==================== block 1
Figure 1. Clock wires, drivers and flops (block 1).
Bar = 100 microns.
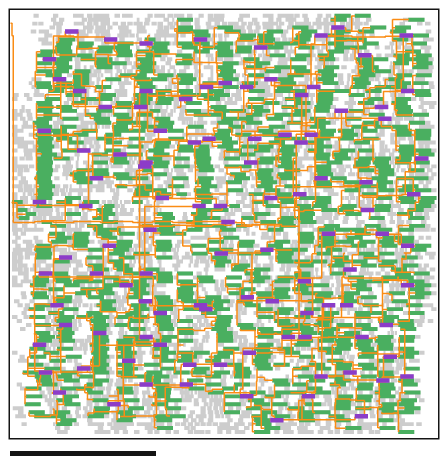
Figure 2. Register map, names as in the netlist (block 1).
Other sequential cells in the stronger gray, the rest of the logic in the fainter gray.
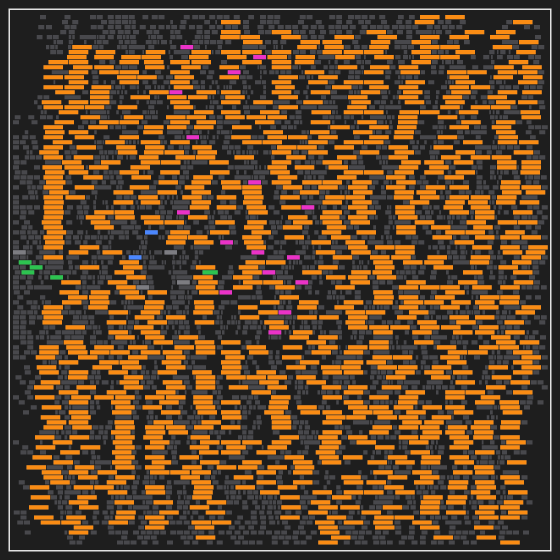
File: config.mk
export PLATFORM = sky130hd
export DESIGN_NAME = fft_out_serializer
export DESIGN_NICKNAME = d
export VERILOG_FILES = /design/src/rtl/fft_pkg.sv /design/src/rtl/fft_frame_buf.sv /design/src/rtl/fft_out_serializer.sv
export SDC_FILE = /design/constraint.sdc
export NUM_CORES = 2
export LEC_CHECK = 0
export CORE_MARGIN = 1
export CORE_UTILIZATION = 57
export DETAILED_ROUTE_END_ITERATION = 6
export GPL_ROUTABILITY_DRIVEN = 1
export PLACE_DENSITY_LB_ADDON = 0.1
export SYNTH_ARGS = -nofsm -noshare
export SYNTH_HDL_FRONTEND = slang
export SYNTH_HIERARCHICAL = 1
export SYNTH_SLANG_ARGS = --single-unit
export TNS_END_PERCENT = 20
File: constraint.sdc
create_clock -name CLK -period 21.3 [get_ports CLK]
set_input_delay 6.39 -clock CLK [delete_from_list [all_inputs] [get_ports CLK]]
set_output_delay 6.39 -clock CLK [all_outputs]
set_load 0.03 [all_outputs]
File: src/rtl/fft_pkg.sv
// Shared FFT definitions: frame geometry, slot-occupancy encoding and the
// 5-bit bit-reverse used by the butterfly stages and the output serializer.
package fft_pkg;

  localparam int FFT_POINTS = 32;
  localparam int FFT_LOG2   = 5;

  typedef logic [FFT_LOG2-1:0] fft_idx_t;

  // Number of ping-pong slots currently holding an undrained frame.
  typedef enum logic [1:0] {
    OCC_EMPTY = 2'd0,
    OCC_ONE   = 2'd1,
    OCC_FULL  = 2'd2
  } fft_occ_e;

  function automatic fft_idx_t fft_bitrev(input fft_idx_t idx);
    fft_idx_t r;
    for (int b = 0; b < FFT_LOG2; b++) begin
      r[b] = idx[FFT_LOG2-1-b];
    end
    return r;
  endfunction

endpackage

File: src/rtl/fft_frame_buf.sv
// One frame slot: all POINTS words written in a single cycle, one word read
// by index. The read is combinational; the consumer registers it.
module fft_frame_buf
  import fft_pkg::*;
#(
  parameter int DATA_W = 16,
  parameter int POINTS = FFT_POINTS,
  parameter int IDX_W  = FFT_LOG2
) (
  input  logic                     clk,
  input  logic                     we_i,
  input  logic [POINTS*DATA_W-1:0] frame_i,
  input  logic [IDX_W-1:0]         rd_idx_i,
  output logic [DATA_W-1:0]        rd_data_o
);

  logic [DATA_W-1:0] mem_q [POINTS];

  always_ff @(posedge clk) begin
    if (we_i) begin
      for (int s = 0; s < POINTS; s++) begin
        mem_q[s] <= frame_i[s*DATA_W +: DATA_W];
      end
    end
  end

  assign rd_data_o = mem_q[rd_idx_i];

endmodule

File: src/rtl/fft_out_serializer.sv
// Two-slot ping-pong frame store draining one FFT word per valid/ready beat.
// Define FFT_OUT_BITREV_EN to read slots in bit-reversed order.
module fft_out_serializer
  import fft_pkg::*;
#(
  parameter int p_dataBits = 16,
  parameter int p_points   = FFT_POINTS,
  parameter int p_idxBits  = FFT_LOG2
) (
  input  logic                           CLK,
  input  logic                           RST,
  input  logic [p_points*p_dataBits-1:0] i_frame,
  input  logic                           i_frameValid,
  output logic                           o_frameReady,
  output logic [p_dataBits-1:0]          o_data,
  output logic [p_idxBits-1:0]           o_index,
  output logic                           o_last,
  output logic                           o_valid,
  input  logic                           i_ready
);

  localparam logic [p_idxBits-1:0] LAST_IDX = p_idxBits'(p_points - 1);

  fft_occ_e               cnt_q, cnt_d;
  logic                   wp_q, wp_d;
  logic                   rp_q, rp_d;
  logic [p_idxBits-1:0]   k_q, k_d;
  logic                   o_valid_q;
  logic [p_dataBits-1:0]  o_data_q;
  logic [p_idxBits-1:0]   o_index_q;
  logic                   o_last_q;

  logic                   cap;
  logic                   rel_word;
  logic                   rel_frame;
  logic [p_idxBits-1:0]   sel_d;
  logic [p_dataBits-1:0]  word_d;
  logic [1:0]             slot_we;
  logic [p_dataBits-1:0]  slot_rd [2];

  generate
    for (genvar gi = 0; gi < 2; gi++) begin : g_slot
      assign slot_we[gi] = cap && (wp_q == 1'(gi));

      fft_frame_buf #(
        .DATA_W (p_dataBits),
        .POINTS (p_points),
        .IDX_W  (p_idxBits)
      ) u_buf (
        .clk       (CLK),
        .we_i      (slot_we[gi]),
        .frame_i   (i_frame),
        .rd_idx_i  (sel_d),
        .rd_data_o (slot_rd[gi])
      );
    end
  endgenerate

`ifdef FFT_OUT_BITREV_EN
  assign sel_d = fft_bitrev(k_d);
`else
  assign sel_d = k_d;
`endif

  always_comb begin
    cap       = i_frameValid && (cnt_q != OCC_FULL);
    rel_word  = o_valid_q && i_ready;
    rel_frame = rel_word && (k_q == LAST_IDX);

    cnt_d = cnt_q;
    unique case ({cap, rel_frame})
      2'b10:   cnt_d = (cnt_q == OCC_EMPTY) ? OCC_ONE : OCC_FULL;
      2'b01:   cnt_d = (cnt_q == OCC_FULL) ? OCC_ONE : OCC_EMPTY;
      default: cnt_d = cnt_q;
    endcase

    wp_d = wp_q ^ cap;
    rp_d = rp_q ^ rel_frame;
    // k wraps 31 -> 0 on its own because p_points is a power of two.
    k_d  = rel_word ? k_q + 1'b1 : k_q;

    // The slot being read next may be the one written on this same edge
    // (empty store, or capture coinciding with the last-word release);
    // take that word straight from the input so there is no bubble.
    if (cap && (wp_q == rp_d)) begin
      word_d = i_frame[sel_d*p_dataBits +: p_dataBits];
    end else begin
      word_d = slot_rd[rp_d];
    end
  end

  always_ff @(posedge CLK) begin
    if (RST) begin
      cnt_q     <= OCC_EMPTY;
      wp_q      <= 1'b0;
      rp_q      <= 1'b0;
      k_q       <= '0;
      o_valid_q <= 1'b0;
      o_data_q  <= '0;
      o_index_q <= '0;
      o_last_q  <= 1'b0;
    end else begin
      cnt_q     <= cnt_d;
      wp_q      <= wp_d;
      rp_q      <= rp_d;
      k_q       <= k_d;
      o_valid_q <= (cnt_d != OCC_EMPTY);
      o_data_q  <= (cnt_d != OCC_EMPTY) ? word_d : '0;
      o_index_q <= k_d;
      o_last_q  <= (cnt_d != OCC_EMPTY) && (k_d == LAST_IDX);
    end
  end

  assign o_frameReady = (cnt_q != OCC_FULL);
  assign o_valid      = o_valid_q;
  assign o_data       = o_data_q;
  assign o_index      = o_index_q;
  assign o_last       = o_last_q;

endmodule

==> summary.txt <==
On the backend side, the flow ran end to end.

The total area of sequential cells stands at 0.03129 sq mm. The post-route DRC violation count stands at 9. The wire length on met3 stands at 23520 microns. The synthesized design contains 1024 enable-type register cells.

The delay contributed by the slowest stage of the critical path stands at 1.11 ns. The number of flip-flops and latches stands at 1051. The tree is rooted in a clkbuf_16. The flow ran to the end, but the final reports show violations. The checks that failed: DRC.

Per the post-synthesis report, the number of cells in the design is 3327. By instance count after routing, the leading logic cell type is edfxtp_1. The share of the clock period used by the worst path stands at 58.66%. The relative area change from synthesis to final layout stands at 18.94%. The number of well-tap cells placed stands at 1134. The largest buffer count on any clock path stands at 3.
About Figure 1:
Key: green = flip-flops [count 1051]; purple = cells driving clock nets [count 106]; orange = clock wires [length 11400 microns]
Position of the flops: all over the die.
Clock Power: 1.81 mW
Clock Latency Late Sink: 0.69 ns

About Figure 2:
Key: green = o_index [sequential cells 5, where left middle]; magenta = o_data [sequential cells 16]; blue = cnt_q [sequential cells 2]; orange = g_slot.u_buf/mem_q [sequential cells 1024, where all over the die]
Another 4 sequential cells are not colored.

[state kept, by name, summed over array words and instances, names as in the netlist]
name and count:
o_valid 1, cnt_q 2, g_slot.u_buf/mem_q 1024, o_index 5, o_data 16, wp_q 1
rp_q 1, o_last 1
[through the flow]
| stage | power [mW] | cell area, sq um |
|---|---|---|
| floorplan | 2.847 | 48470 |
| global placement | 3.021 | 54270 |
| detailed placement | 3.042 | 54280 |
| CTS | 4.809 | 57610 |
| global route | 4.925 | 57620 |
| finish | 4.821 | 57650 |

==================== block 2
Figure 3. Clock wires, drivers and flops (block 2).
Bar = 50 microns.
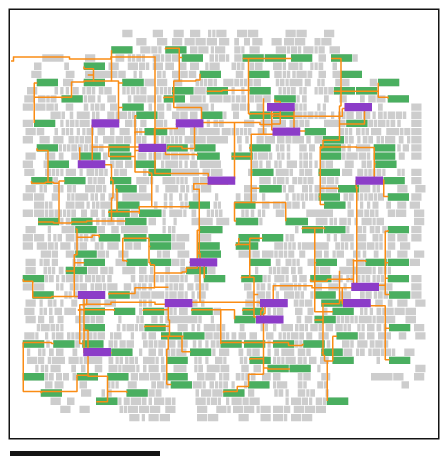
$ cat src/rtl/tpu_ctrl_pkg.sv
// Shared control definitions for the systolic-array read/write wave controllers.
package tpu_ctrl_pkg;

  localparam int unsigned WIDTH_HEIGHT_DEF = 16;
  localparam int unsigned ADDR_W_DEF       = 8;

  typedef enum logic [1:0] {
    IDLE  = 2'd0,
    FILL  = 2'd1,
    DRAIN = 2'd2
  } wr_state_e;

endpackage

$ cat src/rtl/bank_addr_ctr.sv
// Per-bank row address counter: loads the wave base address, then advances
// once for every cycle its bank is write-enabled (wraps silently).
module bank_addr_ctr
  import tpu_ctrl_pkg::*;
#(
  parameter int unsigned ADDR_W = ADDR_W_DEF
) (
  input  logic              clk,
  input  logic              reset,
  input  logic              load_i,
  input  logic              inc_i,
  input  logic [ADDR_W-1:0] base_i,
  output logic [ADDR_W-1:0] cnt_o
);

  logic [ADDR_W-1:0] cnt_q;
  logic [ADDR_W-1:0] cnt_d;

  // Next count: load wins over increment, otherwise hold.
  always_comb begin
    cnt_d = cnt_q;
    if (load_i) begin
      cnt_d = base_i;
    end else if (inc_i) begin
      cnt_d = cnt_q + ADDR_W'(1'b1);
    end else begin
      cnt_d = cnt_q;
    end
  end

  // Count register.
  always_ff @(posedge clk) begin
    if (reset) begin
      cnt_q <= {ADDR_W{1'b0}};
    end else begin
      cnt_q <= cnt_d;
    end
  end

  assign cnt_o = cnt_q;

endmodule

$ cat src/rtl/wr_control.sv
// Output-side write-wave controller: staggered per-bank write enables and row
// addresses. Optional sticky overrun flag under WR_CONTROL_OVERRUN_EN.
module wr_control
  import tpu_ctrl_pkg::*;
#(
  parameter int unsigned WIDTH_HEIGHT = WIDTH_HEIGHT_DEF,
  parameter int unsigned ADDR_W       = ADDR_W_DEF
) (
  input  logic                           clk,
  input  logic                           reset,
  input  logic                           active,
  input  logic [ADDR_W-1:0]              base_addr,
  output logic [WIDTH_HEIGHT-1:0]        wr_en,
  output logic [ADDR_W*WIDTH_HEIGHT-1:0] wr_addr,
  output logic                           busy,
  output logic                           done
`ifdef WR_CONTROL_OVERRUN_EN
  ,
  output logic                           overrun
`endif
);

  localparam int unsigned DATA_W = ADDR_W * WIDTH_HEIGHT;

  wr_state_e               state_q, state_d;
  logic [WIDTH_HEIGHT-1:0] wr_en_q, wr_en_d;
  logic                    busy_q, busy_d;
  logic                    done_q, done_d;
  logic                    start_s;
  logic [WIDTH_HEIGHT-1:0] shift_one_s;
  logic [WIDTH_HEIGHT-1:0] shift_zero_s;
  logic [DATA_W-1:0]       addr_s;

  assign shift_one_s  = (wr_en_q << 1'b1) | WIDTH_HEIGHT'(1'b1);
  assign shift_zero_s = wr_en_q << 1'b1;

  // Next state and next enable pattern; the drain starts on the cycle the
  // enable vector is already full, so W=1 goes straight from FILL to IDLE.
  always_comb begin
    state_d = state_q;
    wr_en_d = wr_en_q;
    done_d  = 1'b0;
    start_s = 1'b0;
    case (state_q)
      IDLE: begin
        wr_en_d = {WIDTH_HEIGHT{1'b0}};
        if (active) begin
          start_s = 1'b1;
          wr_en_d = WIDTH_HEIGHT'(1'b1);
          state_d = FILL;
        end else begin
          state_d = IDLE;
        end
      end
      FILL: begin
        if (&wr_en_q) begin
          wr_en_d = shift_zero_s;
          if (shift_zero_s == {WIDTH_HEIGHT{1'b0}}) begin
            state_d = IDLE;
            done_d  = 1'b1;
          end else begin
            state_d = DRAIN;
          end
        end else begin
          wr_en_d = shift_one_s;
        end
      end
      DRAIN: begin
        wr_en_d = shift_zero_s;
        if (shift_zero_s == {WIDTH_HEIGHT{1'b0}}) begin
          state_d = IDLE;
          done_d  = 1'b1;
        end else begin
          state_d = DRAIN;
        end
      end
      default: begin
        state_d = IDLE;
        wr_en_d = {WIDTH_HEIGHT{1'b0}};
      end
    endcase
    busy_d = (state_d != IDLE);
  end

  // Control registers.
  always_ff @(posedge clk) begin
    if (reset) begin
      state_q <= IDLE;
      wr_en_q <= {WIDTH_HEIGHT{1'b0}};
      busy_q  <= 1'b0;
      done_q  <= 1'b0;
    end else begin
      state_q <= state_d;
      wr_en_q <= wr_en_d;
      busy_q  <= busy_d;
      done_q  <= done_d;
    end
  end

  for (genvar gi = 0; gi < WIDTH_HEIGHT; gi++) begin : g_bank
    bank_addr_ctr #(.ADDR_W(ADDR_W)) u_ctr (
      .clk    (clk),
      .reset  (reset),
      .load_i (start_s),
      .inc_i  (wr_en_q[gi]),
      .base_i (base_addr),
      .cnt_o  (addr_s[gi*ADDR_W +: ADDR_W])
    );
  end

`ifdef WR_CONTROL_OVERRUN_EN
  logic overrun_q;

  // Sticky flag: a start request arrived while a wave was in flight.
  always_ff @(posedge clk) begin
    if (reset) begin
      overrun_q <= 1'b0;
    end else begin
      overrun_q <= overrun_q | (active & busy_q);
    end
  end

  assign overrun = overrun_q;
`endif

  assign wr_en   = wr_en_q;
  assign wr_addr = addr_s;
  assign busy    = busy_q;
  assign done    = done_q;

endmodule

$ cat config.mk
export PLATFORM = sky130hd
export DESIGN_NAME = wr_control
export DESIGN_NICKNAME = d
export VERILOG_FILES = /design/src/rtl/tpu_ctrl_pkg.sv /design/src/rtl/bank_addr_ctr.sv /design/src/rtl/wr_control.sv
export SDC_FILE = /design/constraint.sdc
export NUM_CORES = 1
export LEC_CHECK = 0
export ABC_AREA = 1
export ABC_CLOCK_PERIOD_IN_PS = 1700
export CORE_MARGIN = 4
export CORE_UTILIZATION = 48
export CTS_CLUSTER_DIAMETER = 30
export DETAILED_ROUTE_END_ITERATION = 16
export PLACE_DENSITY = 0.77
export SLEW_MARGIN = 20
export SYNTH_ARGS = -nofsm -noshare
export SYNTH_HDL_FRONTEND = slang
export SYNTH_HIERARCHICAL = 1
export SYNTH_SLANG_ARGS = --single-unit
$ cat constraint.sdc
create_clock -name clk -period 1.7 [get_ports clk]
set_input_delay 0.17 -clock clk [delete_from_list [all_inputs] [get_ports clk]]
set_output_delay 0.17 -clock clk [all_outputs]
set_load 0.005 [all_outputs]
==> summary.txt <==
On the backend side, the flow ran end to end.

The flow ran to the end, and the final reports show no timing, DRC or antenna violations. The global placement routability congestion stands at 0.8555. The capture point of the worst register-to-register path is recorded as g_bank[14].u_ctr/cnt_o[0]$_SDFFE_PP0P_. The detailed router reports a met2 wire length of 12450 microns. The HPWL after detailed placement stands at 16740 microns. The number of global-route vias before repair is 8422. The non-clock inverters instantiated in the layout total 154. The worst hold path passes through 2 cells. The number of clock sinks came to 148. The post-layout minimum cycle time stands at 1.672 ns. The net count entering floorplan stands at 1248. The total standard cell area after synthesis stands at 0.008680 sq mm. The placement-stage worst setup slack stands at -0.05081 ns. The combinational share of cell area stands at 43.27%. The total negative slack for setup checks stands at 0 ns.

Ranked by instance count, the synthesized netlist is headed by nand2_1, dfxtp_1, inv_1. The worst setup path is captured at a flop. The number of antenna violations at the first check in global routing stands at 0. The worst-case setup margin in the final layout stands at 0.02796 ns. For this design the top-level I/O count stands at 157. The power report lists the sequential group at 4.01 mW. Max-slew check failures listed in the final report amount to 0. The combinational gate count stands at 897. The detail route stage leaves a number of antenna-violating nets equal to 0. The H-tree level count stands at 4.

The average instance in the mapped netlist occupies 7.132 sq um. Per the synthesis report, the single largest cell type by area occupies 34.14% of cell area. The stage logs contain a warning count of 32. The first global-routing pass estimated 41410 microns of wire.

The count of cell types in the netlist stands at 27. The synthesized netlist was found by Yosys to have 1217 cells. The sum of buffers and inverters on the critical path stands at 5.

The clock network power share stands at 41.8%. The timing report shows that the slowest cell on the worst path is dfxtp_2.
About Figure 3:
Key: orange = clock wires [length 1920 microns]; purple = cells driving clock nets [count 17]; green = flip-flops [count 148]
There are 18 routed clock nets. Position of the flops: all over the die.

cell families (layout without fill, tap and decap cells):
logic type | Yosys count | count (layout)
buffers and inverters | 172 | 405
AOI/OAI and AO/OA | 258 | 258
and+or+nand+nor | 603 | 603
xor gates and xnor gates | 16 | 16
DFF | 148 | 148
adders and majority gates | 20 | 20
what timing repair did:
item / in CTS / in global routing
setup buffers: 2 / 6
pin swaps: 4 / 17
endpoints found under the setup margin: 20 / 104
gates cloned: 2 / 4
gates resized: 17 / 23
sequential cells by signal (all words and copies together), names as in the netlist:
signal / count
g_bank.u_ctr/cnt_o: 128
wr_en: 16
state_q: 2
busy: 1
done: 1


==> gallery <==
Placed cells, one color a class.
image #1
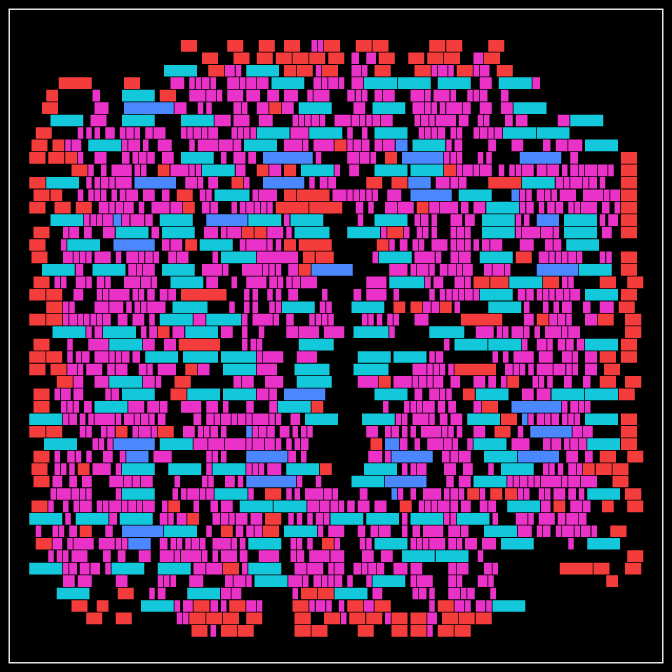
image #2
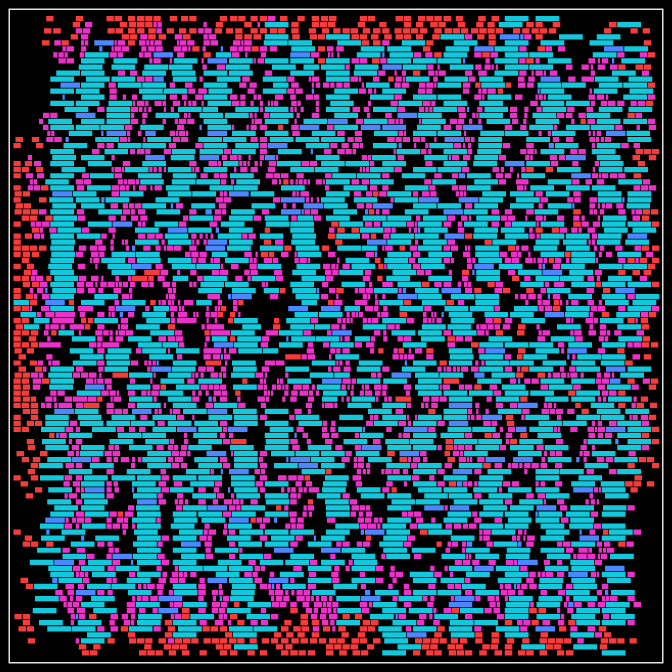
- most sequential cells: image #2
Image #2 comes from block 1.
Image #1 comes from block 2.

Key to image #2:
Key: blue = clock drivers and dummy loads [cells 195, share of their area 5.9%]; red = other buffers and delay cells [cells 608, share of their area 11%]; magenta = all other logic [cells 1985, share of their area 28%]; cyan = flip-flops [cells 1051, share of their area 56%]

Power and IR drop assume default switching activity.
